# util_led_blink_decode

Fig. 1: util_led_blink_decode, drive-strength map
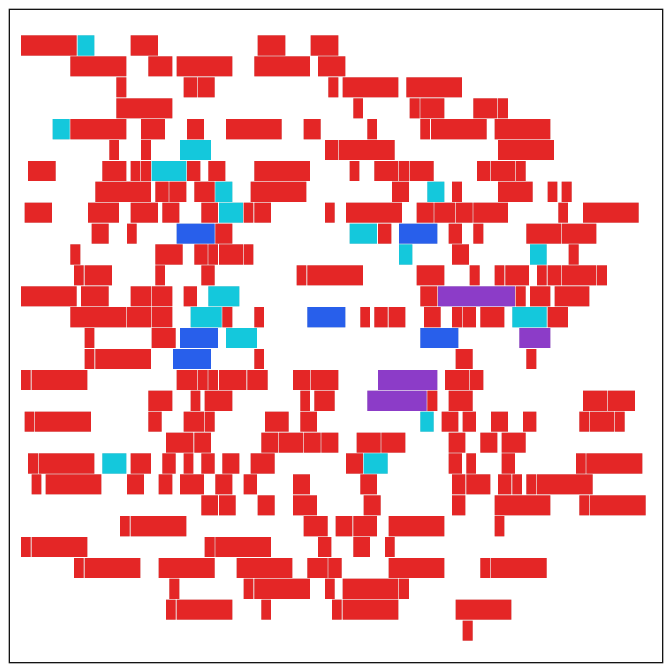

<file path="config.mk">
export PLATFORM = sky130hd
export DESIGN_NAME = util_led_blink_decode
export DESIGN_NICKNAME = d
export VERILOG_FILES = /design/src/rtl/util_led_pkg.sv /design/src/rtl/util_sync_bit.sv /design/src/rtl/util_led_blink_decode.sv
export SDC_FILE = /design/constraint.sdc
export NUM_CORES = 1
export LEC_CHECK = 0
export CAP_MARGIN = 30
export CORE_UTILIZATION = 33
export CTS_CLUSTER_DIAMETER = 50
export CTS_CLUSTER_SIZE = 24
export DETAILED_ROUTE_END_ITERATION = 16
export GPL_ROUTABILITY_DRIVEN = 0
export PLACE_DENSITY_LB_ADDON = 0.05
export SETUP_SLACK_MARGIN = 0.15
export SYNTH_ARGS = -nofsm -noshare
export SYNTH_HDL_FRONTEND = slang
export SYNTH_SLANG_ARGS = --single-unit
</file>
<file path="constraint.sdc">
create_clock -name clk -period 7 [get_ports clk]
set_input_delay 1.05 -clock clk [delete_from_list [all_inputs] [get_ports clk]]
set_output_delay 1.05 -clock clk [all_outputs]
set_load 0.01 [all_outputs]
</file>
<file path="src/rtl/util_led_pkg.sv">
// ----------------------------------------------------------------------------
// util_led_pkg
//   Shared definitions for the LED blink driver / decoder pair.
//   - MODE_*  : {blink, state} mode codes used on both sides of the link.
//   - ST_*    : decoder FSM state constants.
//   - CLS_*   : phase-length classification results.
//   - in_window / classify_len : phase-length helpers, evaluated at 34 bits
//     so no term of the tolerance comparison can wrap or truncate.
// ----------------------------------------------------------------------------
package util_led_pkg;

  localparam logic [1:0] MODE_OFF  = 2'b00;
  localparam logic [1:0] MODE_ON   = 2'b01;
  localparam logic [1:0] MODE_FAST = 2'b10;
  localparam logic [1:0] MODE_SLOW = 2'b11;

  localparam logic [1:0] ST_ACQUIRE = 2'd0;
  localparam logic [1:0] ST_STEADY  = 2'd1;
  localparam logic [1:0] ST_BLINK   = 2'd2;

  localparam logic [1:0] CLS_NONE  = 2'd0;
  localparam logic [1:0] CLS_SHORT = 2'd1;
  localparam logic [1:0] CLS_LONG  = 2'd2;
  localparam logic [1:0] CLS_BAD   = 2'd3;

  // |len - nom| <= tol, rewritten as two additions so nothing goes negative.
  function automatic logic in_window(input logic [31:0] len,
                                     input int unsigned nom,
                                     input int unsigned tol);
    logic [33:0] len_w;
    logic [33:0] nom_w;
    logic [33:0] tol_w;
    len_w = {2'b00, len};
    nom_w = 34'(nom);
    tol_w = 34'(tol);
    return ((len_w + tol_w) >= nom_w) && (len_w <= (nom_w + tol_w));
  endfunction

  // LONG window is tested first; the windows are disjoint by construction.
  function automatic logic [1:0] classify_len(input logic [31:0] len,
                                              input int unsigned long_clks,
                                              input int unsigned short_clks,
                                              input int unsigned tol);
    logic [1:0] cls;
    if (in_window(len, long_clks, tol)) begin
      cls = CLS_LONG;
    end else if (in_window(len, short_clks, tol)) begin
      cls = CLS_SHORT;
    end else begin
      cls = CLS_BAD;
    end
    return cls;
  endfunction

endpackage

</file>
<file path="src/rtl/util_sync_bit.sv">
// ----------------------------------------------------------------------------
// util_sync_bit
//   Multi-flop synchronizer for one asynchronous bit.
//   Ports:
//     clk  in  clock
//     rst  in  synchronous active-high reset, loads RST_VAL into every stage
//     d_i  in  asynchronous input
//     q_o  out synchronized output (last stage)
// ----------------------------------------------------------------------------
module util_sync_bit #(
  parameter int   SYNC_STAGES = 2,
  parameter logic RST_VAL     = 1'b0
) (
  input  logic clk,
  input  logic rst,
  input  logic d_i,
  output logic q_o
);

  logic [SYNC_STAGES-1:0] sync_q;

  // Shift chain: new sample enters at bit 0, leaves at the top bit.
  always_ff @(posedge clk) begin
    if (rst) begin
      sync_q <= {SYNC_STAGES{RST_VAL}};
    end else begin
      sync_q <= {sync_q[SYNC_STAGES-2:0], d_i};
    end
  end

  assign q_o = sync_q[SYNC_STAGES-1];

endmodule

</file>
<file path="src/rtl/util_led_blink_decode.sv">
// ----------------------------------------------------------------------------
// util_led_blink_decode
//   Decodes a 1-bit LED-style line back into the blink driver's
//   {blink, state} mode code (steady off/on, fast blink, slow blink).
//   Ports:
//     clk     in   clock
//     rst     in   synchronous active-high reset
//     led_in  in   asynchronous LED line
//     mode    out  decoded {blink, state}: 00 off, 01 on, 10 fast, 11 slow
//     valid   out  mode is locked
//     err     out  one-cycle pulse on a phase length outside both windows
// ----------------------------------------------------------------------------
module util_led_blink_decode
  import util_led_pkg::*;
#(
  parameter logic ACTIVE_LEVEL  = 1'b0,
  parameter int   INACTIVE_CLKS = 10,
  parameter int   ACTIVE_CLKS   = 20,
  parameter int   TOL_CLKS      = 2,
  parameter int   STEADY_CLKS   = 64,
  parameter int   SYNC_STAGES   = 2
) (
  input  logic       clk,
  input  logic       rst,
  input  logic       led_in,
  output logic [1:0] mode,
  output logic       valid,
  output logic       err
);

  localparam logic [31:0] STEADY_W = 32'(STEADY_CLKS);

  logic        sync_out;
  logic        act;
  logic        act_edge;
  logic        run_sat;
  logic [1:0]  cls;

  logic        act_q;
  logic [31:0] run_cnt_q, run_cnt_d;
  logic [1:0]  state_q,   state_d;
  logic        armed_q,   armed_d;
  logic [1:0]  prior_q,   prior_d;
  logic [1:0]  mode_q,    mode_d;
  logic        valid_q,   valid_d;
  logic        err_q,     err_d;

  // Synchronizer idles at the inactive level so reset never looks like an edge.
  util_sync_bit #(
    .SYNC_STAGES (SYNC_STAGES),
    .RST_VAL     (~ACTIVE_LEVEL)
  ) u_sync (
    .clk (clk),
    .rst (rst),
    .d_i (led_in),
    .q_o (sync_out)
  );

  assign act      = (sync_out == ACTIVE_LEVEL);
  assign act_edge = act ^ act_q;
  // A saturated counter means the phase length is unknown; never classify it.
  assign run_sat  = (run_cnt_q >= STEADY_W);
  assign cls      = classify_len(run_cnt_q, ACTIVE_CLKS, INACTIVE_CLKS, TOL_CLKS);

  // Next-state logic: phase counter plus ACQUIRE/STEADY/BLINK decoding.
  always_comb begin
    state_d = state_q;
    armed_d = armed_q;
    prior_d = prior_q;
    mode_d  = mode_q;
    valid_d = valid_q;
    err_d   = 1'b0;

    if (act_edge) begin
      run_cnt_d = 32'd1;
    end else if (run_sat) begin
      run_cnt_d = STEADY_W;
    end else begin
      run_cnt_d = run_cnt_q + 32'd1;
    end

    if (act_edge) begin
      if (run_sat || (state_q == ST_STEADY)) begin
        // Leaving a steady line: the phase just ended is not measurable.
        state_d = ST_ACQUIRE;
        valid_d = 1'b0;
        armed_d = 1'b1;
        prior_d = CLS_NONE;
      end else begin
        case (state_q)
          ST_ACQUIRE: begin
            if (!armed_q) begin
              // First edge only marks the start of a full phase.
              armed_d = 1'b1;
            end else if (cls == CLS_BAD) begin
              err_d   = 1'b1;
              prior_d = CLS_NONE;
            end else if (cls == prior_q) begin
              state_d = ST_BLINK;
              mode_d  = {1'b1, (cls == CLS_LONG)};
              valid_d = 1'b1;
              prior_d = CLS_NONE;
            end else begin
              prior_d = cls;
            end
          end
          ST_BLINK: begin
            if (cls == CLS_BAD) begin
              err_d   = 1'b1;
              valid_d = 1'b0;
              state_d = ST_ACQUIRE;
              armed_d = 1'b1;
              prior_d = CLS_NONE;
            end else if ((cls == CLS_LONG) == mode_q[0]) begin
              state_d = ST_BLINK;
            end else begin
              // Driver changed rate: reacquire, seeding with this phase.
              valid_d = 1'b0;
              state_d = ST_ACQUIRE;
              armed_d = 1'b1;
              prior_d = cls;
            end
          end
          default: begin
            state_d = ST_ACQUIRE;
            valid_d = 1'b0;
            armed_d = 1'b0;
            prior_d = CLS_NONE;
          end
        endcase
      end
    end else if (run_sat) begin
      state_d = ST_STEADY;
      mode_d  = {1'b0, act};
      valid_d = 1'b1;
    end else begin
      state_d = state_q;
    end
  end

  // State and output registers.
  always_ff @(posedge clk) begin
    if (rst) begin
      act_q     <= 1'b0;
      run_cnt_q <= 32'd0;
      state_q   <= ST_ACQUIRE;
      armed_q   <= 1'b0;
      prior_q   <= CLS_NONE;
      mode_q    <= MODE_OFF;
      valid_q   <= 1'b0;
      err_q     <= 1'b0;
    end else begin
      act_q     <= act;
      run_cnt_q <= run_cnt_d;
      state_q   <= state_d;
      armed_q   <= armed_d;
      prior_q   <= prior_d;
      mode_q    <= mode_d;
      valid_q   <= valid_d;
      err_q     <= err_d;
    end
  end

  assign mode  = mode_q;
  assign valid = valid_q;
  assign err   = err_q;

endmodule
</file>
# hazard_unit

`config.mk`:
```
export PLATFORM = sky130hd
export DESIGN_NAME = hazard_unit
export DESIGN_NICKNAME = d
export VERILOG_FILES = /design/src/rtl/cpu_types_pkg.sv /design/src/rtl/sat_counter.sv /design/src/rtl/hazard_unit.sv
export SDC_FILE = /design/constraint.sdc
export NUM_CORES = 1
export LEC_CHECK = 0
export ABC_AREA = 1
export CAP_MARGIN = 40
export CORE_MARGIN = 1.5
export CORE_UTILIZATION = 30
export DETAILED_ROUTE_END_ITERATION = 7
export PLACE_DENSITY = 0.53
export SYNTH_ARGS = -nofsm -noshare
export SYNTH_HDL_FRONTEND = slang
export SYNTH_SLANG_ARGS = --single-unit
```
`constraint.sdc`:
```
create_clock -name CLK -period 3.45 [get_ports CLK]
set_clock_uncertainty 0.2 [all_clocks]
set_input_delay 0.345 -clock CLK [delete_from_list [all_inputs] [get_ports CLK]]
set_output_delay 0.345 -clock CLK [all_outputs]
set_load 0.01 [all_outputs]
```
`src/rtl/cpu_types_pkg.sv`:
```
// Shared types for the 5-stage MIPS core: hazard FSM states, pipeline control
// bundle and the load-use detector used by the sequencing controller.
package cpu_types_pkg;

    localparam int unsigned HAZ_CNT_W = 16;

    typedef enum logic [1:0] {
        RUN,
        MEM_WAIT,
        HALT
    } hazard_state_t;

    // One cycle's worth of pipeline-register and PC controls.
    typedef struct packed {
        logic pc_en;
        logic en_if_id;
        logic fl_if_id;
        logic en_id_ex;
        logic fl_id_ex;
        logic en_ex_mem;
        logic fl_ex_mem;
        logic en_mem_wb;
    } hazard_ctrl_t;

    localparam hazard_ctrl_t CTRL_RUN = '{pc_en: 1'b1, en_if_id: 1'b1, fl_if_id: 1'b0,
                                          en_id_ex: 1'b1, fl_id_ex: 1'b0, en_ex_mem: 1'b1,
                                          fl_ex_mem: 1'b0, en_mem_wb: 1'b1};
    localparam hazard_ctrl_t CTRL_FREEZE = '0;
    localparam hazard_ctrl_t CTRL_HALT = '{pc_en: 1'b0, en_if_id: 1'b1, fl_if_id: 1'b1,
                                           en_id_ex: 1'b1, fl_id_ex: 1'b1, en_ex_mem: 1'b1,
                                           fl_ex_mem: 1'b1, en_mem_wb: 1'b1};
    localparam hazard_ctrl_t CTRL_BRANCH = '{pc_en: 1'b1, en_if_id: 1'b1, fl_if_id: 1'b1,
                                             en_id_ex: 1'b1, fl_id_ex: 1'b1, en_ex_mem: 1'b1,
                                             fl_ex_mem: 1'b0, en_mem_wb: 1'b1};
    localparam hazard_ctrl_t CTRL_JUMP = '{pc_en: 1'b1, en_if_id: 1'b1, fl_if_id: 1'b1,
                                           en_id_ex: 1'b1, fl_id_ex: 1'b0, en_ex_mem: 1'b1,
                                           fl_ex_mem: 1'b0, en_mem_wb: 1'b1};
    localparam hazard_ctrl_t CTRL_LOADUSE = '{pc_en: 1'b0, en_if_id: 1'b0, fl_if_id: 1'b0,
                                              en_id_ex: 1'b1, fl_id_ex: 1'b1, en_ex_mem: 1'b1,
                                              fl_ex_mem: 1'b0, en_mem_wb: 1'b1};
    localparam hazard_ctrl_t CTRL_NOFETCH = '{pc_en: 1'b0, en_if_id: 1'b1, fl_if_id: 1'b1,
                                              en_id_ex: 1'b1, fl_id_ex: 1'b0, en_ex_mem: 1'b1,
                                              fl_ex_mem: 1'b0, en_mem_wb: 1'b1};
    localparam hazard_ctrl_t CTRL_RESET = '{pc_en: 1'b0, en_if_id: 1'b1, fl_if_id: 1'b0,
                                            en_id_ex: 1'b1, fl_id_ex: 1'b0, en_ex_mem: 1'b1,
                                            fl_ex_mem: 1'b0, en_mem_wb: 1'b1};

    // $zero is never a real producer, so a load into r0 cannot create a hazard.
    function automatic logic is_loaduse(input logic       dren_ex,
                                         input logic [4:0] rt_ex,
                                         input logic [4:0] rs_id,
                                         input logic [4:0] rt_id);
        return dren_ex && (rt_ex != 5'd0) && ((rt_ex == rs_id) || (rt_ex == rt_id));
    endfunction

endpackage

```
`src/rtl/sat_counter.sv`:
```
// Up-counter that sticks at all-ones; used for the stall and flush statistics.
module sat_counter #(
    parameter int unsigned W = 16
) (
    input  logic         clk_i,
    input  logic         rst_ni,
    input  logic         inc_i,
    input  logic         clear_i,
    output logic [W-1:0] count_o
);
    logic [W-1:0] count_q;
    logic [W-1:0] count_d;

    always_comb begin
        count_d = count_q;
        if (clear_i) begin
            count_d = '0;
        end else if (inc_i && (count_q != '1)) begin
            count_d = count_q + W'(1);
        end
    end

    always_ff @(posedge clk_i or negedge rst_ni) begin
        if (!rst_ni) begin
            count_q <= '0;
        end else begin
            count_q <= count_d;
        end
    end

    assign count_o = count_q;
endmodule

```
`src/rtl/hazard_unit.sv`:
```
// Pipeline sequencing controller: arbitrates memory waits, redirects, load-use
// and halt into per-stage enable/flush controls, plus stall/flush statistics.
module hazard_unit
    import cpu_types_pkg::*;
#(
    parameter int unsigned CNT_W = HAZ_CNT_W
) (
    input  logic             CLK,
    input  logic             nRST,
    input  logic             ihit,
    input  logic             dhit,
    input  logic             dREN_EX_MEM,
    input  logic             dWEN_EX_MEM,
    input  logic             dREN_ID_EX,
    input  logic [4:0]       Rt_ID_EX,
    input  logic [4:0]       Rs_IF_ID,
    input  logic [4:0]       Rt_IF_ID,
    input  logic             branch_taken_EX,
    input  logic             jump_ID,
    input  logic             halt_MEM,
    output logic             pc_en,
    output logic             enable_IF_ID,
    output logic             flush_IF_ID,
    output logic             enable_ID_EX,
    output logic             flush_ID_EX,
    output logic             enable_EX_MEM,
    output logic             flush_EX_MEM,
    output logic             enable_MEM_WB,
    output logic             halt,
    output logic [CNT_W-1:0] stall_cnt,
    output logic [CNT_W-1:0] flush_cnt
);
    hazard_state_t state_q;
    hazard_state_t state_d;
    hazard_ctrl_t  ctrl;
    logic          memstall;
    logic          loaduse;
    logic          stall_inc;
    logic          flush_inc;

    assign memstall = (dREN_EX_MEM | dWEN_EX_MEM) & ~dhit;
    assign loaduse  = is_loaduse(dREN_ID_EX, Rt_ID_EX, Rs_IF_ID, Rt_IF_ID);

    always_ff @(posedge CLK or negedge nRST) begin
        if (!nRST) begin
            state_q <= RUN;
        end else begin
            state_q <= state_d;
        end
    end

    always_comb begin
        ctrl      = CTRL_RUN;
        state_d   = state_q;
        stall_inc = 1'b0;
        flush_inc = 1'b0;
        case (state_q)
            HALT: begin
                ctrl = CTRL_FREEZE;
            end
            default: begin
                // MEM_WAIT shares the RUN priority chain: once dhit arrives the
                // memstall term drops and the lower rules decide this cycle.
                state_d = RUN;
                if (halt_MEM) begin
                    ctrl    = CTRL_HALT;
                    state_d = HALT;
                end else if (memstall) begin
                    ctrl    = CTRL_FREEZE;
                    state_d = MEM_WAIT;
                end else if (branch_taken_EX) begin
                    ctrl      = CTRL_BRANCH;
                    flush_inc = 1'b1;
                end else if (jump_ID) begin
                    ctrl      = CTRL_JUMP;
                    flush_inc = 1'b1;
                end else if (loaduse) begin
                    ctrl = CTRL_LOADUSE;
                end else if (!ihit) begin
                    ctrl = CTRL_NOFETCH;
                end
                stall_inc = ~ctrl.pc_en & ~halt_MEM;
            end
        endcase
        if (!nRST) begin
            ctrl = CTRL_RESET;
        end
    end

    assign pc_en         = ctrl.pc_en;
    assign enable_IF_ID  = ctrl.en_if_id;
    assign flush_IF_ID   = ctrl.fl_if_id;
    assign enable_ID_EX  = ctrl.en_id_ex;
    assign flush_ID_EX   = ctrl.fl_id_ex;
    assign enable_EX_MEM = ctrl.en_ex_mem;
    assign flush_EX_MEM  = ctrl.fl_ex_mem;
    assign enable_MEM_WB = ctrl.en_mem_wb;
    assign halt          = (state_q == HALT);

    sat_counter #(.W(CNT_W)) u_stall_cnt (
        .clk_i   (CLK),
        .rst_ni  (nRST),
        .inc_i   (stall_inc),
        .clear_i (1'b0),
        .count_o (stall_cnt)
    );

    sat_counter #(.W(CNT_W)) u_flush_cnt (
        .clk_i   (CLK),
        .rst_ni  (nRST),
        .inc_i   (flush_inc),
        .clear_i (1'b0),
        .count_o (flush_cnt)
    );
endmodule

```
# uart_rx_framed_flat

===== config.mk =====
export PLATFORM = sky130hd
export DESIGN_NAME = uart_rx_framed_flat
export DESIGN_NICKNAME = d
export VERILOG_FILES = /design/src/rtl/uart_rx_framed_if.sv /design/src/rtl/uart_rx_framed.sv /design/src/flat_wrapper.sv
export SDC_FILE = /design/constraint.sdc
export NUM_CORES = 1
export LEC_CHECK = 0
export ABC_AREA = 1
export CORE_AREA = 2 2 112 70
export CTS_CLUSTER_DIAMETER = 150
export DETAILED_ROUTE_END_ITERATION = 6
export DIE_AREA = 0 0 114 72
export PLACE_DENSITY = 0.82
export REMOVE_ABC_BUFFERS = 1
export SLEW_MARGIN = 10
export SYNTH_ARGS = -nofsm -noshare
export SYNTH_HDL_FRONTEND = slang
export SYNTH_SLANG_ARGS = --single-unit

===== constraint.sdc =====
create_clock -name clk -period 3.5 [get_ports clk]
set_clock_uncertainty 0.2 [all_clocks]
set_input_delay 0.875 -clock clk [delete_from_list [all_inputs] [get_ports clk]]
set_output_delay 0.875 -clock clk [all_outputs]
set_load 0.05 [all_outputs]

===== src/rtl/uart_rx_framed_if.sv =====
// Receive-side stream of uart_rx_framed: one frame per beat with its error flags.
// Handshake: a beat transfers on a clk edge where m_valid && m_ready. Once m_valid is high it
// stays high with stable m_data and flags until that transfer. m_ready may change at any time.
interface uart_rx_framed_if #(
  parameter int DATA_BITS = 8
);
  logic                 m_valid;
  logic [DATA_BITS-1:0] m_data;
  logic                 m_parity_err;
  logic                 m_frame_err;
  logic                 m_ready;

  modport master (output m_valid, m_data, m_parity_err, m_frame_err, input m_ready);
  modport slave  (input m_valid, m_data, m_parity_err, m_frame_err, output m_ready);
endinterface


===== src/rtl/uart_rx_framed.sv =====
// UART receiver: 16x-style oversampling, 3-sample majority vote per bit, configurable frame
// format, per-frame parity/framing flags, and a first-word-fall-through frame FIFO.
module uart_rx_framed #(
  parameter int CLOCK_RATE_HZ = 100000000,
  parameter int BAUD_RATE     = 9600,
  parameter int OVERSAMPLE    = 16,
  parameter int DATA_BITS     = 8,
  parameter int PARITY        = 0,
  parameter int STOP_BITS     = 1,
  parameter int FIFO_DEPTH    = 4
) (
  input  logic                          clk,
  input  logic                          reset,
  input  logic                          rx,
  uart_rx_framed_if.master              m,
  output logic                          overrun,
  output logic [$clog2(FIFO_DEPTH):0]   fifo_count,
  output logic [2:0]                    dbg_state
);
  localparam int DIV_RAW = CLOCK_RATE_HZ / (BAUD_RATE * OVERSAMPLE);
  localparam int DIV     = (DIV_RAW < 1) ? 1 : DIV_RAW;
  localparam int DW      = (DIV > 1) ? $clog2(DIV) : 1;
  localparam int SW      = $clog2(OVERSAMPLE);
  localparam int M       = OVERSAMPLE / 2;
  localparam int AW      = $clog2(FIFO_DEPTH);
  localparam int CW      = AW + 1;
  localparam int FW      = DATA_BITS + 2;

  typedef enum logic [2:0] {
    S_IDLE   = 3'd0,
    S_START  = 3'd1,
    S_DATA   = 3'd2,
    S_PARITY = 3'd3,
    S_STOP   = 3'd4
  } state_t;

  logic rx_meta, rx_sync;
  always_ff @(posedge clk) begin
    if (reset) begin
      rx_meta <= 1'b1;
      rx_sync <= 1'b1;
    end else begin
      rx_meta <= rx;
      rx_sync <= rx_meta;
    end
  end

  logic [DW-1:0] div_cnt;
  logic          tick;
  assign tick = (div_cnt == DW'(DIV - 1));
  always_ff @(posedge clk) begin
    if (reset || tick) div_cnt <= '0;
    else               div_cnt <= div_cnt + DW'(1);
  end

  state_t               state;
  logic                 armed;
  logic [SW-1:0]        sub_cnt;
  logic [3:0]           bit_idx;
  logic                 stop_idx;
  logic                 s0, s1;
  logic [DATA_BITS-1:0] data_sr;
  logic                 parity_err, frame_err;

  logic vote, decide, end_bit, last_stop, frame_err_next, push_req, par_calc;
  assign vote           = (s0 & s1) | (s0 & rx_sync) | (s1 & rx_sync);
  assign decide         = (sub_cnt == SW'(M + 1));
  assign end_bit        = (sub_cnt == SW'(OVERSAMPLE - 1));
  assign last_stop      = (stop_idx == 1'(STOP_BITS - 1));
  assign frame_err_next = frame_err | ~vote;
  assign par_calc       = (^data_sr) ^ vote;
  assign push_req       = tick && (state == S_STOP) && decide && last_stop;
  assign dbg_state      = state;

  always_ff @(posedge clk) begin
    if (reset) begin
      state      <= S_IDLE;
      armed      <= 1'b0;
      sub_cnt    <= '0;
      bit_idx    <= '0;
      stop_idx   <= 1'b0;
      s0         <= 1'b1;
      s1         <= 1'b1;
      data_sr    <= '0;
      parity_err <= 1'b0;
      frame_err  <= 1'b0;
    end else if (tick) begin
      if (state == S_IDLE) begin
        sub_cnt <= '0;
        if (!armed) begin
          armed <= rx_sync;
        end else if (!rx_sync) begin
          state      <= S_START;
          bit_idx    <= '0;
          stop_idx   <= 1'b0;
          parity_err <= 1'b0;
          frame_err  <= 1'b0;
        end
      end else begin
        sub_cnt <= end_bit ? '0 : sub_cnt + SW'(1);
        if (sub_cnt == SW'(M - 1)) s0 <= rx_sync;
        if (sub_cnt == SW'(M))     s1 <= rx_sync;
        if (decide) begin
          case (state)
            S_START:  if (vote) state <= S_IDLE;
            S_DATA:   data_sr <= {vote, data_sr[DATA_BITS-1:1]};
            S_PARITY: parity_err <= (PARITY == 1) ? par_calc : ~par_calc;
            S_STOP: begin
              frame_err <= frame_err_next;
              if (last_stop) begin
                state <= S_IDLE;
                // A bad stop bit may be a held break; wait for the line to go high again.
                armed <= ~frame_err_next;
              end
            end
            default: ;
          endcase
        end
        if (end_bit) begin
          case (state)
            S_START: state <= S_DATA;
            S_DATA: begin
              if (bit_idx == 4'(DATA_BITS - 1)) state <= (PARITY != 0) ? S_PARITY : S_STOP;
              else                              bit_idx <= bit_idx + 4'd1;
            end
            S_PARITY: state <= S_STOP;
            S_STOP:   stop_idx <= 1'b1;
            default: ;
          endcase
        end
      end
    end
  end

  logic [FW-1:0] mem [FIFO_DEPTH];
  logic [AW-1:0] wr_idx, rd_idx;
  logic [CW-1:0] count;
  logic          full, pop, push_ok;

  assign full    = (count == CW'(FIFO_DEPTH));
  assign pop     = (count != '0) && m.m_ready;
  assign push_ok = push_req && (!full || pop);

  always_ff @(posedge clk) begin
    if (reset) begin
      wr_idx  <= '0;
      rd_idx  <= '0;
      count   <= '0;
      overrun <= 1'b0;
      for (int i = 0; i < FIFO_DEPTH; i++) mem[i] <= '0;
    end else begin
      overrun <= push_req && !push_ok;
      if (push_ok) begin
        mem[wr_idx] <= {data_sr, parity_err, frame_err_next};
        wr_idx      <= wr_idx + AW'(1);
      end
      if (pop) rd_idx <= rd_idx + AW'(1);
      case ({push_ok, pop})
        2'b10:   count <= count + CW'(1);
        2'b01:   count <= count - CW'(1);
        default: ;
      endcase
    end
  end

  assign m.m_valid = (count != '0);
  assign {m.m_data, m.m_parity_err, m.m_frame_err} = mem[rd_idx];
  assign fifo_count = count;
endmodule


===== src/flat_wrapper.sv =====
// flat-port wrapper written by rule: the top's interface ports become plain ports
module uart_rx_framed_flat 
#(
  parameter int CLOCK_RATE_HZ = 100000000,
  parameter int BAUD_RATE     = 9600,
  parameter int OVERSAMPLE    = 16,
  parameter int DATA_BITS     = 8,
  parameter int PARITY        = 0,
  parameter int STOP_BITS     = 1,
  parameter int FIFO_DEPTH    = 4
)
  (clk, reset, rx, overrun, fifo_count, dbg_state, m_m_valid, m_m_data, m_m_parity_err, m_m_frame_err, m_m_ready);
  uart_rx_framed_if #(.DATA_BITS(DATA_BITS)) m_i ();
  input  logic clk;
  input  logic reset;
  input  logic rx;
  output logic overrun;
  output logic [$clog2(FIFO_DEPTH):0] fifo_count;
  output logic [2:0] dbg_state;
  output wire logic [$bits(m_i.m_valid)-1:0] m_m_valid;
  output wire logic [$bits(m_i.m_data)-1:0] m_m_data;
  output wire logic [$bits(m_i.m_parity_err)-1:0] m_m_parity_err;
  output wire logic [$bits(m_i.m_frame_err)-1:0] m_m_frame_err;
  input wire logic [$bits(m_i.m_ready)-1:0] m_m_ready;
  assign m_m_valid = m_i.m_valid;
  assign m_m_data = m_i.m_data;
  assign m_m_parity_err = m_i.m_parity_err;
  assign m_m_frame_err = m_i.m_frame_err;
  assign m_i.m_ready = m_m_ready;
  uart_rx_framed #(.CLOCK_RATE_HZ(CLOCK_RATE_HZ), .BAUD_RATE(BAUD_RATE), .OVERSAMPLE(OVERSAMPLE), .DATA_BITS(DATA_BITS), .PARITY(PARITY), .STOP_BITS(STOP_BITS), .FIFO_DEPTH(FIFO_DEPTH)) u_core (.clk(clk), .reset(reset), .rx(rx), .m(m_i), .overrun(overrun), .fifo_count(fifo_count), .dbg_state(dbg_state));
endmodule

# round_ctrl_np

<file path="src/rtl/round_ctrl_np.sv">
// round_ctrl_np: round-robin turn controller with per-player HP, answer timer and last-survivor winner
module round_ctrl_np #(
  parameter int NP = 2,
  parameter int HPW = 2,
  parameter int QW = 4,
  parameter int TOUT = 1000,
  localparam int PW = NP > 2 ? $clog2(NP) : 1,
  localparam int TW = $clog2(TOUT + 1)
) (
  input  logic              i_clk,
  input  logic              i_rst,
  input  logic [HPW-1:0]    i_hp_init,
  input  logic              i_start,
  input  logic              i_que_ack,
  input  logic              i_ans_valid,
  input  logic [PW-1:0]     i_ans_player,
  input  logic              i_ans_ok,
  output logic [2:0]        o_state,
  output logic [PW-1:0]     o_cur_player,
  output logic [QW-1:0]     o_q_num,
  output logic [NP*HPW-1:0] o_hp_out,
  output logic [TW-1:0]     o_timer,
  output logic              o_hit,
  output logic [PW-1:0]     o_winner,
  output logic              o_game_over
);
  typedef enum logic [2:0] {S_IDLE, S_LOAD, S_ANSWER, S_JUDGE, S_NEXT, S_OVER} state_t;
  state_t r_state, w_state;
  logic [PW-1:0] r_cur, w_cur, r_win, w_win, w_nxt, w_low;
  logic [QW-1:0] r_q, w_q;
  logic [NP*HPW-1:0] r_hp, w_hp;
  logic [TW-1:0] r_timer, w_timer;
  logic r_miss, w_miss, w_take, w_nxt_found, w_low_found;
  logic [HPW-1:0] w_hp0, w_cur_hp;
  logic [3:0] w_alive;
  assign w_cur_hp = r_hp[int'(r_cur)*HPW +: HPW];
  assign w_hp0 = i_hp_init == '0 ? HPW'(1) : i_hp_init;
  assign w_take = r_state == S_ANSWER && i_ans_valid && i_ans_player == r_cur;
  // survivor count, lowest survivor, and next survivor after the current player (wrapping)
  always_comb begin
    w_alive = '0;
    w_low = '0;
    w_low_found = 1'b0;
    w_nxt = r_cur;
    w_nxt_found = 1'b0;
    for (int i = 0; i < NP; i++) begin
      if (r_hp[i*HPW +: HPW] != '0) begin
        w_alive = w_alive + 4'd1;
        if (!w_low_found) begin
          w_low = PW'(i);
          w_low_found = 1'b1;
        end
      end
    end
    for (int k = 1; k <= NP; k++) begin
      if (!w_nxt_found && r_hp[((int'(r_cur) + k) % NP)*HPW +: HPW] != '0) begin
        w_nxt = PW'((int'(r_cur) + k) % NP);
        w_nxt_found = 1'b1;
      end
    end
  end
  always_comb begin
    w_state = r_state;
    w_cur = r_cur;
    w_win = r_win;
    w_q = r_q;
    w_hp = r_hp;
    w_timer = r_timer;
    w_miss = r_miss;
    case (r_state)
      S_IDLE, S_OVER: if (i_start) begin
        w_state = S_LOAD;
        w_hp = {NP{w_hp0}};
        w_cur = '0;
        w_q = '0;
        w_win = '0;
        w_miss = 1'b0;
      end
      S_LOAD: if (i_que_ack) begin
        w_state = S_ANSWER;
        w_timer = TW'(TOUT);
      end
      S_ANSWER: begin
        w_timer = (w_take || r_timer == TW'(1)) ? '0 : r_timer - TW'(1);
        w_state = (w_take || r_timer == TW'(1)) ? S_JUDGE : S_ANSWER;
        w_miss = w_take ? ~i_ans_ok : (r_timer == TW'(1) ? 1'b1 : r_miss);
      end
      S_JUDGE: begin
        w_state = S_NEXT;
        if (r_miss && w_cur_hp != '0) w_hp[int'(r_cur)*HPW +: HPW] = w_cur_hp - HPW'(1);
      end
      S_NEXT: begin
        w_cur = w_nxt;
        w_state = w_alive <= 4'd1 ? S_OVER : S_LOAD;
        w_win = w_alive <= 4'd1 ? (w_low_found ? w_low : r_cur) : r_win;
        w_q = w_alive <= 4'd1 ? r_q : r_q + QW'(1);
      end
      default: w_state = S_IDLE;
    endcase
  end
  always_ff @(posedge i_clk or posedge i_rst) begin
    if (i_rst) begin
      r_state <= S_IDLE;
      r_cur <= '0;
      r_win <= '0;
      r_q <= '0;
      r_hp <= '0;
      r_timer <= '0;
      r_miss <= 1'b0;
    end else begin
      r_state <= w_state;
      r_cur <= w_cur;
      r_win <= w_win;
      r_q <= w_q;
      r_hp <= w_hp;
      r_timer <= w_timer;
      r_miss <= w_miss;
    end
  end
  assign o_state = r_state;
  assign o_cur_player = r_cur;
  assign o_q_num = r_q;
  assign o_hp_out = r_hp;
  assign o_timer = r_timer;
  assign o_hit = r_state == S_JUDGE && r_miss && w_cur_hp != '0;
  assign o_winner = r_win;
  assign o_game_over = r_state == S_OVER;
endmodule

</file>
<file path="config.mk">
export PLATFORM = sky130hd
export DESIGN_NAME = round_ctrl_np
export DESIGN_NICKNAME = d
export VERILOG_FILES = /design/src/rtl/round_ctrl_np.sv
export SDC_FILE = /design/constraint.sdc
export NUM_CORES = 1
export LEC_CHECK = 0
export CAP_MARGIN = 20
export CELL_PAD_IN_SITES_DETAIL_PLACEMENT = 0
export CELL_PAD_IN_SITES_GLOBAL_PLACEMENT = 1
export CORE_ASPECT_RATIO = 1.4
export CORE_MARGIN = 2
export CORE_UTILIZATION = 33
export DETAILED_ROUTE_END_ITERATION = 6
export PLACE_DENSITY = 0.72
export SETUP_SLACK_MARGIN = 0.1
export SLEW_MARGIN = 20
export SYNTH_ARGS = -nofsm -noshare
export SYNTH_HDL_FRONTEND = slang
export SYNTH_SLANG_ARGS = --single-unit
export TNS_END_PERCENT = 1
</file>
<file path="constraint.sdc">
create_clock -name i_clk -period 1.75 [get_ports i_clk]
set_clock_uncertainty 0.1 [all_clocks]
set_input_delay 0.35 -clock i_clk [delete_from_list [all_inputs] [get_ports i_clk]]
set_output_delay 0.35 -clock i_clk [all_outputs]
set_load 0.01 [all_outputs]
</file>
Fig. 2: hazard_unit, cell classes on the final placement
The bar under the picture is 20 um long.
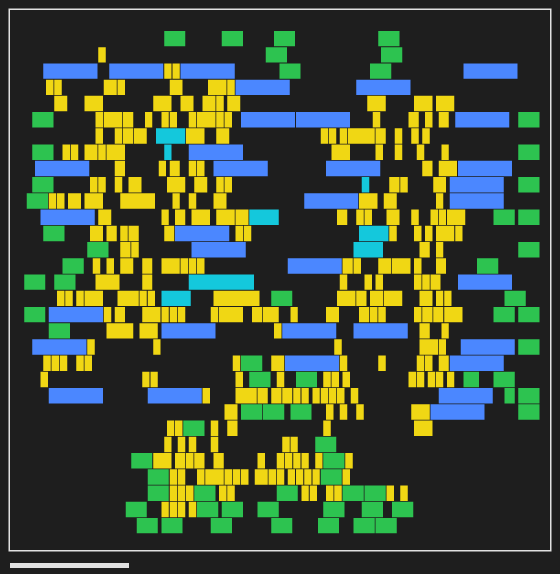
Key: clock drivers and dummy loads = cyan [cells 8, share of their area 3.5%]; remaining buffers and delay cells = green [cells 67, share of their area 22%]; remaining logic cells = yellow [cells 279, share of their area 46%]; registers = blue [cells 34, share of their area 28%]

==> flow_summary.ini, hazard_unit <==
; yosys + openroad results
[floorplanning]
num_rows = 31
die_x_um = 90.5

[logic_synthesis]
yosys-top-cells-count = nand2_1, inv_1, dfrtp_1
ys_sh_aoi = 0.0229
topCellsByArea = dfrtp_1, nand2_1, xor2_1, inv_1, nor2_1
edf_count = 0
syn_inst = 318
synth_area_um2 = 2300
ys_types = 30
yosysMostFrequentCell = nand2_1

[power_and_ir_drop]
p_seq_frac = 0.458
power_clock_mw = 0.364
powerComb_mw = 0.159
powerDensity_nw_per_um2 = 307
p_leak_nw = 1.50
seq_power_mw = 0.442

[finish]
final_cell_mix = nand2_1, clkdlybuf4s50_1, inv_1, dfrtp_1, nor2_1
syn_to_final_growth_pct = 36.9
fillers = 746

[run_status]
run_status = finished, final reports clean

[clocking]
cts_sinks = 34
cts_root_buf = clkbuf_8

[drt]
vias = 2111
wirelength_mm = 5.65
wl_per_cell_um = 11.6

[sta]
min_period_ns = 2.89
max_freq_ghz = 0.345

[placement]
numPortBuffers = 65
gp_routability_congestion = 0.843

[global_routing]
use_met1 = 0.185
grt_pass1_wl_mm = 9.86

[flow_run]
tool_warnings = 26

[setup_path]
cp_cell_sequence = clkdlybuf4s50_1 > inv_1 > nand2_1 > nand2_1 > nor2_1 > nand3_1 > nand2_1 > nand2_1 > or2_2 > a21oi_1 > clkdlybuf4s50_1
cp_common_cell = nand2_1
hazard_unit: flip-flops by register name, summed over array words and instances (netlist names):
register and count:
u_flush_cnt.count_o 16, u_stall_cnt.count_o 16, state_q 2
hazard_unit: final timing paths:
kind	startpoint	endpoint	slack, ns	cells after the start
hold reg to reg	u_flush_cnt.count_o[7]	u_flush_cnt.count_o[7]	0.33	1
setup / recovery	Rt_ID_EX[0]	flush_ID_EX	0.56	11
max in group asynchronous	nRST	u_stall_cnt.count_o[1]	2.27	3
min in group asynchronous	nRST	u_flush_cnt.count_o[12]	0.44	3
setup reg to reg	u_stall_cnt.count_o[0]	u_stall_cnt.count_o[1]	1.29	11
hold / removal	u_flush_cnt.count_o[7]	u_flush_cnt.count_o[7]	0.33	1
hazard_unit: repair_timing:
| action | 4_1_cts | 5_1_grt |
|---|---|---|
| hold endpoints to repair | 34 | 0 |
| buffers inserted | 0 | 0 |
| hold buffers | 1 | 0 |
hazard_unit: layout make-up:
type | count | area share
tap | 99 | 0.0394
multi-input combinational | 233 | 0.390
timing repair buffer | 67 | 0.211
inverter | 46 | 0.0549
clock inverter | 1 | 0.00955
clock buffer | 7 | 0.0243
sequential | 34 | 0.271
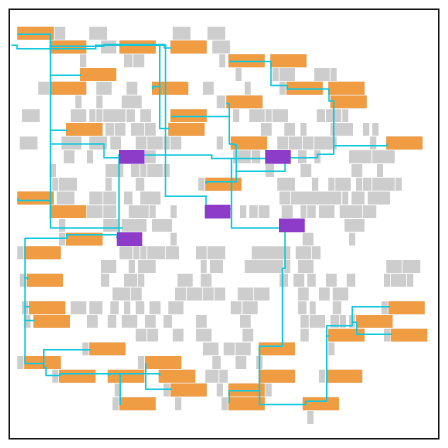
Fig. 3. Clock network drawn from the DEF (util_led_blink_decode).
Key: flip-flops = orange [count 44]; clock-net drivers = purple [count 5]; clock wires = cyan [length 614 um]
Position of the flops: spread over the die. There are 6 routed clock nets.

Notes on Fig. 1 above:
Key: x2 = cyan [cells 17, share 6.1%]; x1 and smaller = red [cells 252, share 90%]; x3 and x4 = purple [cells 4, share 1.4%]; x6 and larger = blue [cells 6, share 2.2%]
Final WS setup: 3.49 ns
Repair and plain buffers: 6

==> flow_summary.ini, util_led_blink_decode <==
; yosys + openroad results
[power_and_ir_drop]
clkPwrFrac = 0.352
switching_share = 0.247
powerComb_mw = 0.0278
powerDensity_nw_per_um2 = 183

[logic_synthesis]
topCellsByArea = dfxtp_1, xor2_1, nor2_1, ha_1, nand3_1
yosys-top-cells-count = dfxtp_1, nor2_1, nand3_1
edf_count = 0
top_area_frac = 0.389
yosysChipArea_um2 = 2270
ys.flop_type = dfxtp_1

[sta]
clock_skew_ns = 0.00907
hold_violations = 0
max_freq_ghz = 0.285
slew_viol_final = 0
setup_viol = 0

[setup_path]
cp-start-kind = flip-flop
cp_slowest_cell = dfxtp_1
critPathArrivalTime_ns = 3.70
crit_type = reg -> reg
cp.depth = 11
cp_top_family = simple AND/OR/NAND/NOR gates
cp-end-kind = flip-flop
cp_cell_sequence = ha_1 > nand4_1 > nor4_4 > nand4_1 > nand2_1 > nand4_1 > a211oi_1 > a41o_2 > mux2i_1 > a31oi_2 > mux2_1
cp-endpoint = mode[0]
crit_buf_inv = 0

[clocking]
cts_root_buf = clkbuf_8
ctsResizeCount = 0
clock_path_buffers = 2
cts_tree = done
post-cts-setup-buffer-count = 0

[global_routing]
gr-total-overflow = 0
use_met2 = 0.223
grt_use_met3 = 0.0292
grt_max_degree = 15

[run_status]
run_status = finished, final reports clean

[finish]
inverters = 13
num_antenna_cells = 0
lay_top_count = dfxtp_1
final_cell_mix = dfxtp_1, conb_1, nor2_1, nand3_1, nand2_1
largest_cell_class = logic gates

[floorplanning]
core_um2 = 6490
dieHeight_um = 84.9
num_rows = 29

[drt]
first_pass_iters = 4
wl_per_cell_um = 14.3

[placement]
dp_hpwl_mm = 3.79
placed_cell_area_um2 = 2470
util_led_blink_decode: through the flow:
stage | cells | utilization
global route | 356 | 0.394
detailed placement | 348 | 0.380
global placement | 348 | 0.380
CTS | 356 | 0.394
finish | 356 | 0.394
floorplan | 274 | -
util_led_blink_decode: flip-flops by register name, summed over array words and instances (netlist names):
signal / cells
run_cnt_q: 32
mode: 2
prior_q: 2
state_q: 2
u_sync.sync_q: 2
act_q: 1
armed_q: 1
err: 1
valid: 1
util_led_blink_decode: logic make-up (layout without fill, tap and decap cells):
group | Yosys count | count (layout) | share of synthesized area
flops | 44 | 44 | 0.389
xor+xnor | 20 | 20 | 0.0773
fa+ha+maj | 7 | 7 | 0.0375
buf+inv | 22 | 27 | 0.0420
other cells | 1 | 25 | 0.00165
simple gates | 108 | 108 | 0.270
mux | 8 | 8 | 0.0370
compound gates | 40 | 40 | 0.146
util_led_blink_decode: worst register-to-register path, stage by stage (launching register included):
cell and delay (ns):
dfxtp_1 0.53, ha_1 0.38, nand4_1 0.25, nor4_4 0.47, nand4_1 0.14, nand2_1 0.08, nand4_1 0.11, a211oi_1 0.32
a41o_2 0.34, mux2i_1 0.32, a31oi_2 0.15, mux2_1 0.33
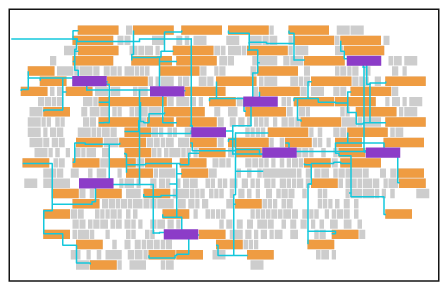
Fig. 4. Clock network drawn from the DEF (uart_rx_framed_flat).
Key: clock wires = cyan [length 977 um]; clock-net drivers = purple [count 9]; flip-flops = orange [count 87]
There are 10 routed clock nets. Position of the flops: spread over the die.
clk ins delay skew pair: 0.34 ns
Power Clock: 0.929 mW

Fig. 5: uart_rx_framed_flat, clock routing
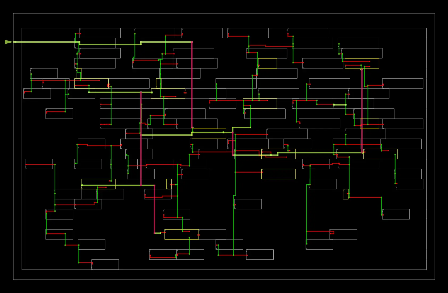
clkbuf count: 16
# clock sinks: 87
sequential cell count: 87

==> flow_summary.ini, uart_rx_framed_flat <==
; yosys + openroad results
[setup_path]
cp-start-kind = flip-flop

[drt]
met3_length_um = 609
drt_iter0_markers = 287

[floorplanning]
num_rows = 24

[placement]
dp_slack_ns = 0.359

[finish]
final_cell_mix = nand2_1, nor2_1, o21ai_0, inv_1, dfxtp_1
multiInputGateArea_um2 = 1770

[logic_synthesis]
synth-async-reset-ratio = 0
ys_sh_aoi = 0.130
avgSynthCellArea_um2 = 8.32
yosys-top-cells-count = nand2_1, nor2_1, o21ai_0
topCellsByArea = edfxtp_1, dfxtp_1, nand2_1, o21ai_0, nor2_1
xor_share = 0.0125

[run_status]
run_status = finished, final reports clean

[clocking]
cts_hold_buf = 0

[global_routing]
gr-total-overflow = 0
## uart_rx_framed_flat: worst paths after layout
check        slack, ns                   end  cells past startpoint         startpoint
max               0.15           m_m_data[0]                      4          flip-flop
min               0.21        u_core.rx_sync                      1     u_core.rx_meta
max reg2reg       0.76  u_core.fifo_count[2]                     15  u_core.div_cnt[0]
min reg2reg       0.21        u_core.rx_sync                      1     u_core.rx_meta
## uart_rx_framed_flat: critical path, stage by stage (launching register included)
cell,delay [ns]
dfxtp_1,0.43
inv_1,0.32
o21ai_0,0.20
o22ai_1,0.16
clkdlybuf4s50_1,0.82
## uart_rx_framed_flat: area by class of cell
class | count | area share
flip-flops and latches | 87 | 0.445
multi-input cells | 345 | 0.368
repair buffers | 30 | 0.0577
inverters | 57 | 0.0452
well taps | 91 | 0.0236
clock buffers | 16 | 0.0608
## uart_rx_framed_flat: power breakdown
| part | total (mW) | internal [mW] | leakage [nW] | switching [mW] |
|---|---|---|---|---|
| clock network | 0.929 | 0.564 | 0.142 | 0.365 |
| logic | 0.0884 | 0.0288 | 0.784 | 0.0596 |
| registers | 1.10 | 1.09 | 0.759 | 0.0108 |
Fig. 6: round_ctrl_np, drive-strength map
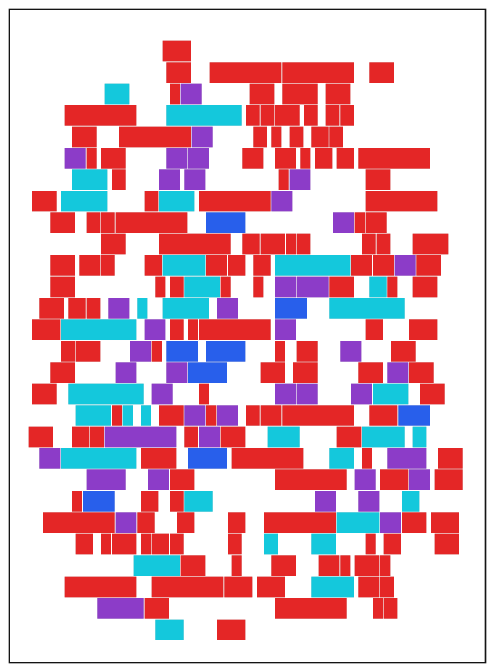
Key: x1 and smaller = red [cells 153, share 66%]; x6 and larger = blue [cells 8, share 3.4%]; x3 and x4 = purple [cells 41, share 18%]; x2 = cyan [cells 31, share 13%]

==> flow_summary.ini, round_ctrl_np <==
; yosys + openroad results
[setup_path]
path_max_fanout = 4
cp-start-kind = flip-flop
cp_slowest_cell = or4b_4
critPathArrivalTime_ns = 1.93
rrSetupSlack_ns = -0.10
cp-endpoint = o_timer[8]

[finish]
largest_cell_class = logic gates
clock_area_frac = 0.0238
syn_to_final_growth_pct = 58.1
comb.multi_input.count = 125
multiInputGateArea_um2 = 936
fin_cells = 293
nClkBuffers = 4
fillers = 407

[drt]
wl_per_cell_um = 15.6
drc_errors = 0
top_layer = met4
wl_met2_mm = 2.54
wirelength_mm = 4.56

[clocking]
ctsResizeCount = 49
clock_path_buffers = 2
cts_tree = done
cts_root_buf = clkbuf_8
clkTransAtPathRegs_ns = 0.09
post-cts-setup-buffer-count = 1

[floorplanning]
initCoreUtil = 0.345
tap_cells = 60
core_um2 = 4240
dieHeight_um = 82.7
num_rows = 28

[power_and_ir_drop]
worst_ir_drop_vdd_mv = 0.836
p_sw_mw = 1.48
combPwrFrac = 0.629
power_clock_mw = 0.386
maxPowerGroup = combinational logic
p_seq_frac = 0.261
p_int_mw = 2.05
seq_power_mw = 0.922

[logic_synthesis]
ys.flop_type = dfrtp_1
yosysMostFrequentCell = dfrtp_1
synth-async-reset-ratio = 1.00
yosys-top-cells-count = dfrtp_1, a21oi_1, nor2_1
synth_nets = 176
ys_seq_frac = 0.411

[sta]
slew_viol_final = 0
min_period_ns = 1.85
setup_viol = 2
layout_setup_ws_ns = -0.102
holdWs_ns = 0.330

[flow_run]
tool_warnings = 30

[global_routing]
use_met2 = 0.368
grt_max_degree = 25
antenna_found_initial = 0

[run_status]
violations = negative setup slack
run_status = finished, violations left

[placement]
gp_routability_congestion = 0.931
## round_ctrl_np: per-stage QoR
step                      setup slack (ns)  cell area [um^2]  setup TNS [ns]  power (mW)
final                               -0.102              2310          -0.164        3.53
after global routing                -0.171              2310          -0.903        3.81
after CTS                           -0.108              2250          -0.215        3.43
after detailed placement            -0.204              2150           -1.66        3.00
after global placement              -0.177              2150           -1.11        2.96
after floorplan                    -0.0638              1480          -0.273        1.93
## round_ctrl_np: cells in the final DEF, fill, tap and decap left out, drive strengths merged, types with 7 or more instances in the layout
master / instances
dlygate4sd2: 22
inv: 7
clkdlybuf4s50: 8
nor2: 12
a21oi: 13
o21ai: 11
nand2: 11
buf: 42
nand3: 7
dfrtp: 24
## round_ctrl_np: logic make-up (layout without fill, tap and decap cells)
| family | after synthesis | count (layout) | share of synthesized area |
|---|---|---|---|
| fa+ha+maj | 4 | 4 | 0.0342 |
| mux | 3 | 3 | 0.0214 |
| xor+xnor | 2 | 2 | 0.0120 |
| compound gates | 56 | 56 | 0.257 |
| flops | 24 | 24 | 0.411 |
| buf+inv | 14 | 84 | 0.0368 |
| simple gates | 60 | 60 | 0.228 |

==> layout pictures side by side <==
Signal wires on met1.
Supply wires on this layer in grey. Cells faint in the background.
panel A
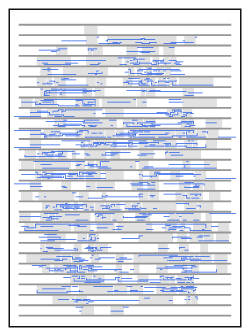
panel B
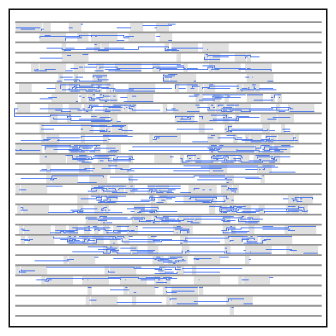
panel C
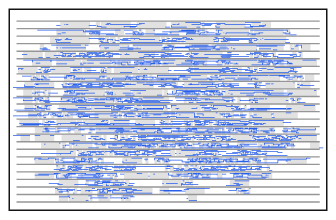
panel D
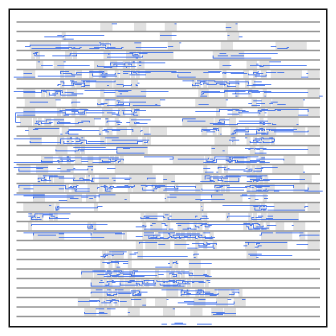
Panel B is util_led_blink_decode.
Panel A is round_ctrl_np.
Panel C is uart_rx_framed_flat.
Panel D is hazard_unit.

Key to panel C:
The layer carries 4,500 um of wire. The longest straight run is 33.1 um. The layer holds 48% of the routed length. The wires run mostly horizontal. 517 nets have wire on it.


# control_bus_rtc

[config.mk]
export PLATFORM = sky130hd
export DESIGN_NAME = control_bus_rtc
export DESIGN_NICKNAME = d
export VERILOG_FILES = /design/src/rtl/control_bus_rtc.sv
export SDC_FILE = /design/constraint.sdc
export NUM_CORES = 1
export LEC_CHECK = 0
export ABC_AREA = 1
export CAP_MARGIN = 20
export CORE_ASPECT_RATIO = 0.8
export CORE_MARGIN = 5
export CORE_UTILIZATION = 53
export DETAILED_ROUTE_END_ITERATION = 7
export GPL_TIMING_DRIVEN = 0
export PLACE_DENSITY = 0.84
export SYNTH_ARGS = -nofsm -noshare
export SYNTH_HDL_FRONTEND = slang
export SYNTH_SLANG_ARGS = --single-unit
[constraint.sdc]
create_clock -name i_clk -period 3.5 [get_ports i_clk]
set_input_delay 0.35 -clock i_clk [delete_from_list [all_inputs] [get_ports i_clk]]
set_output_delay 0.35 -clock i_clk [all_outputs]
set_load 0.005 [all_outputs]
[src/rtl/control_bus_rtc.sv]
// control_bus_rtc: bus-cycle engine for the RTC multiplexed AD bus (address phase, data phase, completion handshake).
module control_bus_rtc #(
  parameter int T_SETUP = 2,
  parameter int T_PULSE = 4,
  parameter int T_HOLD  = 2
) (
  input  logic       i_clk,
  input  logic       i_reset,
  input  logic       i_activa,
  input  logic       i_w,
  input  logic [7:0] i_dir,
  input  logic [7:0] i_dato_in,
  input  logic [7:0] i_ad_in,
  output logic       o_fin,
  output logic [7:0] o_dato_out,
  output logic       o_ocupado,
  output logic       o_cs_n,
  output logic       o_rd_n,
  output logic       o_wr_n,
  output logic       o_a_d,
  output logic [7:0] o_ad_out,
  output logic       o_ad_oe
);
  localparam int TMAX = (T_SETUP > T_PULSE) ? ((T_SETUP > T_HOLD) ? T_SETUP : T_HOLD)
                                            : ((T_PULSE > T_HOLD) ? T_PULSE : T_HOLD);
  localparam int CW = $clog2(TMAX + 1);
  typedef enum logic [3:0] {
    S_IDLE, S_AS, S_AP, S_AH, S_DS, S_DP, S_DH, S_DONE, S_WR
  } state_t;
  state_t r_state, w_next;
  logic [CW-1:0] r_cnt, w_load;
  logic       r_w;
  logic [7:0] r_dir, r_dat;
  logic       w_exp, w_w, w_addr, w_data;
  logic [7:0] w_dir, w_dat;
  assign w_exp = (r_cnt == '0);
  always_comb begin
    w_next = r_state;
    case (r_state)
      S_IDLE:  w_next = i_activa ? S_AS : S_IDLE;
      S_AS:    w_next = w_exp ? S_AP : S_AS;
      S_AP:    w_next = w_exp ? S_AH : S_AP;
      S_AH:    w_next = w_exp ? S_DS : S_AH;
      S_DS:    w_next = w_exp ? S_DP : S_DS;
      S_DP:    w_next = w_exp ? S_DH : S_DP;
      S_DH:    w_next = w_exp ? S_DONE : S_DH;
      S_DONE:  w_next = S_WR;
      S_WR:    w_next = i_activa ? S_WR : S_IDLE;
      default: w_next = S_IDLE;
    endcase
  end
  // Outputs are registered from the next state, so on acceptance the fresh request fields are used directly.
  assign w_w    = (r_state == S_IDLE) ? i_w : r_w;
  assign w_dir  = (r_state == S_IDLE) ? i_dir : r_dir;
  assign w_dat  = (r_state == S_IDLE) ? i_dato_in : r_dat;
  assign w_addr = (w_next == S_AS) || (w_next == S_AP) || (w_next == S_AH);
  assign w_data = (w_next == S_DS) || (w_next == S_DP) || (w_next == S_DH);
  assign w_load = ((w_next == S_AS) || (w_next == S_DS)) ? CW'(T_SETUP - 1) :
                  ((w_next == S_AP) || (w_next == S_DP)) ? CW'(T_PULSE - 1) : CW'(T_HOLD - 1);
  always_ff @(posedge i_clk) begin
    if (i_reset) begin
      r_state    <= S_IDLE;
      r_cnt      <= '0;
      r_w        <= 1'b0;
      r_dir      <= '0;
      r_dat      <= '0;
      o_fin      <= 1'b0;
      o_dato_out <= '0;
      o_ocupado  <= 1'b0;
      o_cs_n     <= 1'b1;
      o_rd_n     <= 1'b1;
      o_wr_n     <= 1'b1;
      o_a_d      <= 1'b1;
      o_ad_out   <= '0;
      o_ad_oe    <= 1'b0;
    end else begin
      r_state <= w_next;
      r_cnt   <= (w_next != r_state) ? w_load : (w_exp ? r_cnt : r_cnt - 1'b1);
      if (r_state == S_IDLE && i_activa) begin
        r_w   <= i_w;
        r_dir <= i_dir;
        r_dat <= i_dato_in;
      end
      if (r_state == S_DP && w_exp && !r_w) o_dato_out <= i_ad_in;
      o_fin     <= (w_next == S_DONE);
      o_ocupado <= (w_next != S_IDLE);
      o_cs_n    <= !(w_addr || w_data);
      o_a_d     <= !w_addr;
      o_ad_oe   <= w_addr || (w_data && w_w);
      o_ad_out  <= w_addr ? w_dir : ((w_data && w_w) ? w_dat : 8'h00);
      o_wr_n    <= !((w_next == S_AP) || (w_next == S_DP && w_w));
      o_rd_n    <= !(w_next == S_DP && !w_w);
    end
  end
endmodule
Fig. 7: control_bus_rtc, drive-strength map
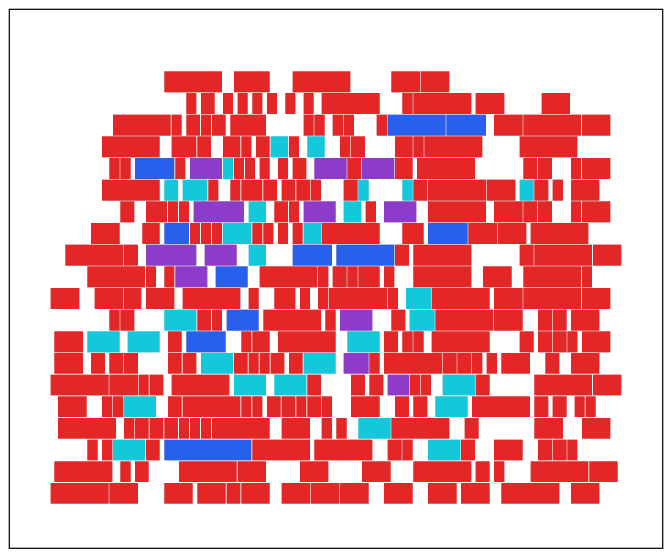
Key: x6 and larger = blue [cells 11, share 3.4%]; x2 = cyan [cells 29, share 9.0%]; x3 and x4 = purple [cells 12, share 3.7%]; x1 and smaller = red [cells 270, share 84%]
Repair and plain buffers: 59
Final WS setup: 1.41 ns

==> flow_summary.ini <==
; yosys + openroad results
[run_status]
run_status = finished, final reports clean

[drt]
drt_iter0_markers = 86
top_layer = met4
wl_met2_mm = 2.21
wl_per_cell_um = 13.3
ant_nets = 0
wirelength_mm = 5.02
met3_length_um = 413

[sta]
rsz0062_at_grt = no
holdWs_ns = 0.447
slew_viol_final = 0
setup_tns_ns = 0
hold_violations = 0
max_slew_margin = 0.636

[logic_synthesis]
ys.flop_type = dfxtp_1
synth-async-reset-ratio = 0
ys_cells = 264
ys_types = 33
synthAdderAreaFrac = 0.0114
topCellsByArea = dfxtp_1, mux2_2, inv_1, o21ai_0, a21oi_1
ys_sh_aoi = 0.152
synth_nets = 294
yosys-top-cells-count = dfxtp_1, inv_1, nand2_1
avgSynthCellArea_um2 = 8.29
syn_inst = 264
ys_sh_simple = 0.225

[clocking]
clkTransAtPathRegs_ns = 0.09
clock_latency_ns = 0.30
cts_buffers = 5
cts_root_buf = clkbuf_8
cts_hold_buf = 0
cts_tree = done

[setup_path]
critPathArrivalTime_ns = 2.28
cp_cell_sequence = inv_1 > ha_1 > ha_1 > inv_2 > nor2_1 > nand2_2 > nand3_2 > inv_2 > nand3_1 > nand2_2 > clkinv_4 > nand2_4 > o21ai_0
crit_buf_inv = 4
cp_top_family = simple AND/OR/NAND/NOR gates
startpoint = r_cnt[0]
critPathRequiredTime_ns = 3.69

[global_routing]
gr-total-overflow = 0
use_met2 = 0.308
top_usage_layer = met2
grt_max_degree = 17
grt_use_met3 = 0.0480
grt_util_all_layers = 0.196

[hold_path]
holdCritPathClass = reg -> reg

[placement]
numPortBuffers = 50
dp_slack_ns = 1.44
dpl.cell_count = 369
placed_cell_area_um2 = 2760
dp_hpwl_mm = 3.77

[flow_run]
tool_warnings = 26

[finish]
final_cell_mix = clkdlybuf4s50_1, dfxtp_1, inv_1, nand2_1, o21ai_0
post-route-util = 0.736
fin_area_um2 = 2870

[floorplanning]
dieHeight_um = 67.5
die_x_um = 81.9
[sequential cells by signal, indices dropped and copies added (netlist names)]
| register | flops |
|---|---|
| o_a_d | 1 |
| o_ad_oe | 1 |
| o_ad_out | 8 |
| o_cs_n | 1 |
| o_dato_out | 8 |
| o_fin | 1 |
| o_ocupado | 1 |
| o_rd_n | 1 |
| o_wr_n | 1 |
| r_cnt | 3 |
| r_dat | 8 |
| r_dir | 8 |
| r_state | 4 |
| r_w | 1 |
[final timing paths]
kind	slack, ns	to	depth (start not counted)
setup / recovery	1.41	o_ad_oe	13
hold / removal	0.45	r_dat[0]	2
setup reg to reg	1.41	o_ad_oe	13
hold reg to reg	0.45	r_dat[0]	2
[cell type report]
type	instances	area (um^2)
sequential	47	941
tap	55	68.8
multi-input combinational	164	1030
fill	327	1030
timing repair buffer	50	500
clock buffer	5	68.8
inverter	44	171
clock inverter	3	46.3
buffer	9	50.0
[power breakdown]
part | internal, mW | switching [mW]
sequential | 0.662 | 0.0589
clock | 0.215 | 0.191
combinational | 0.408 | 0.518


==> screenshots <==
Cell classes on the final placement.
The bar under the picture is 20 um long.
image #1
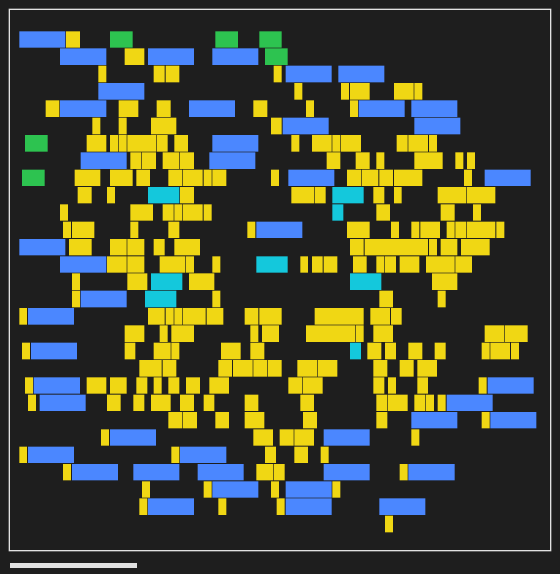
image #2
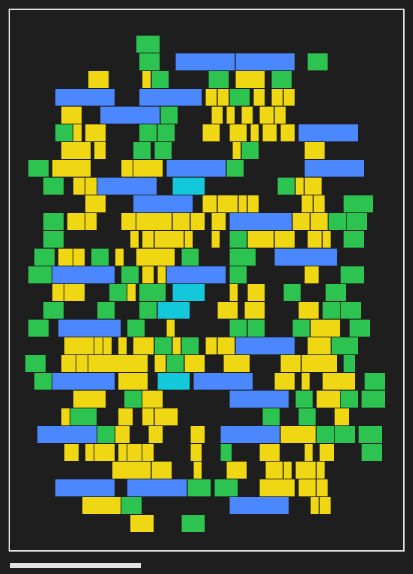
image #3
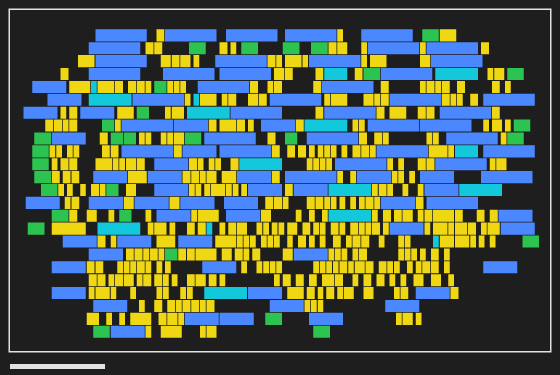
image #4
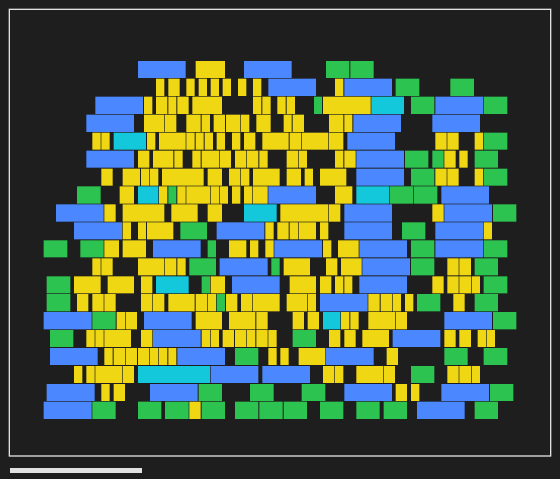
- most sequential cells: image #3
Image #2 is round_ctrl_np.
Image #3 is uart_rx_framed_flat.
Image #1 is util_led_blink_decode.
Image #4 is control_bus_rtc.

Key to image #3:
Key: registers = blue [cells 87, share of their area 46%]; clock drivers and dummy loads = cyan [cells 16, share of their area 6.2%]; remaining logic cells = yellow [cells 402, share of their area 42%]; remaining buffers and delay cells = green [cells 30, share of their area 5.9%]

Power figures rest on the tool's default switching activity, not on a simulated workload.
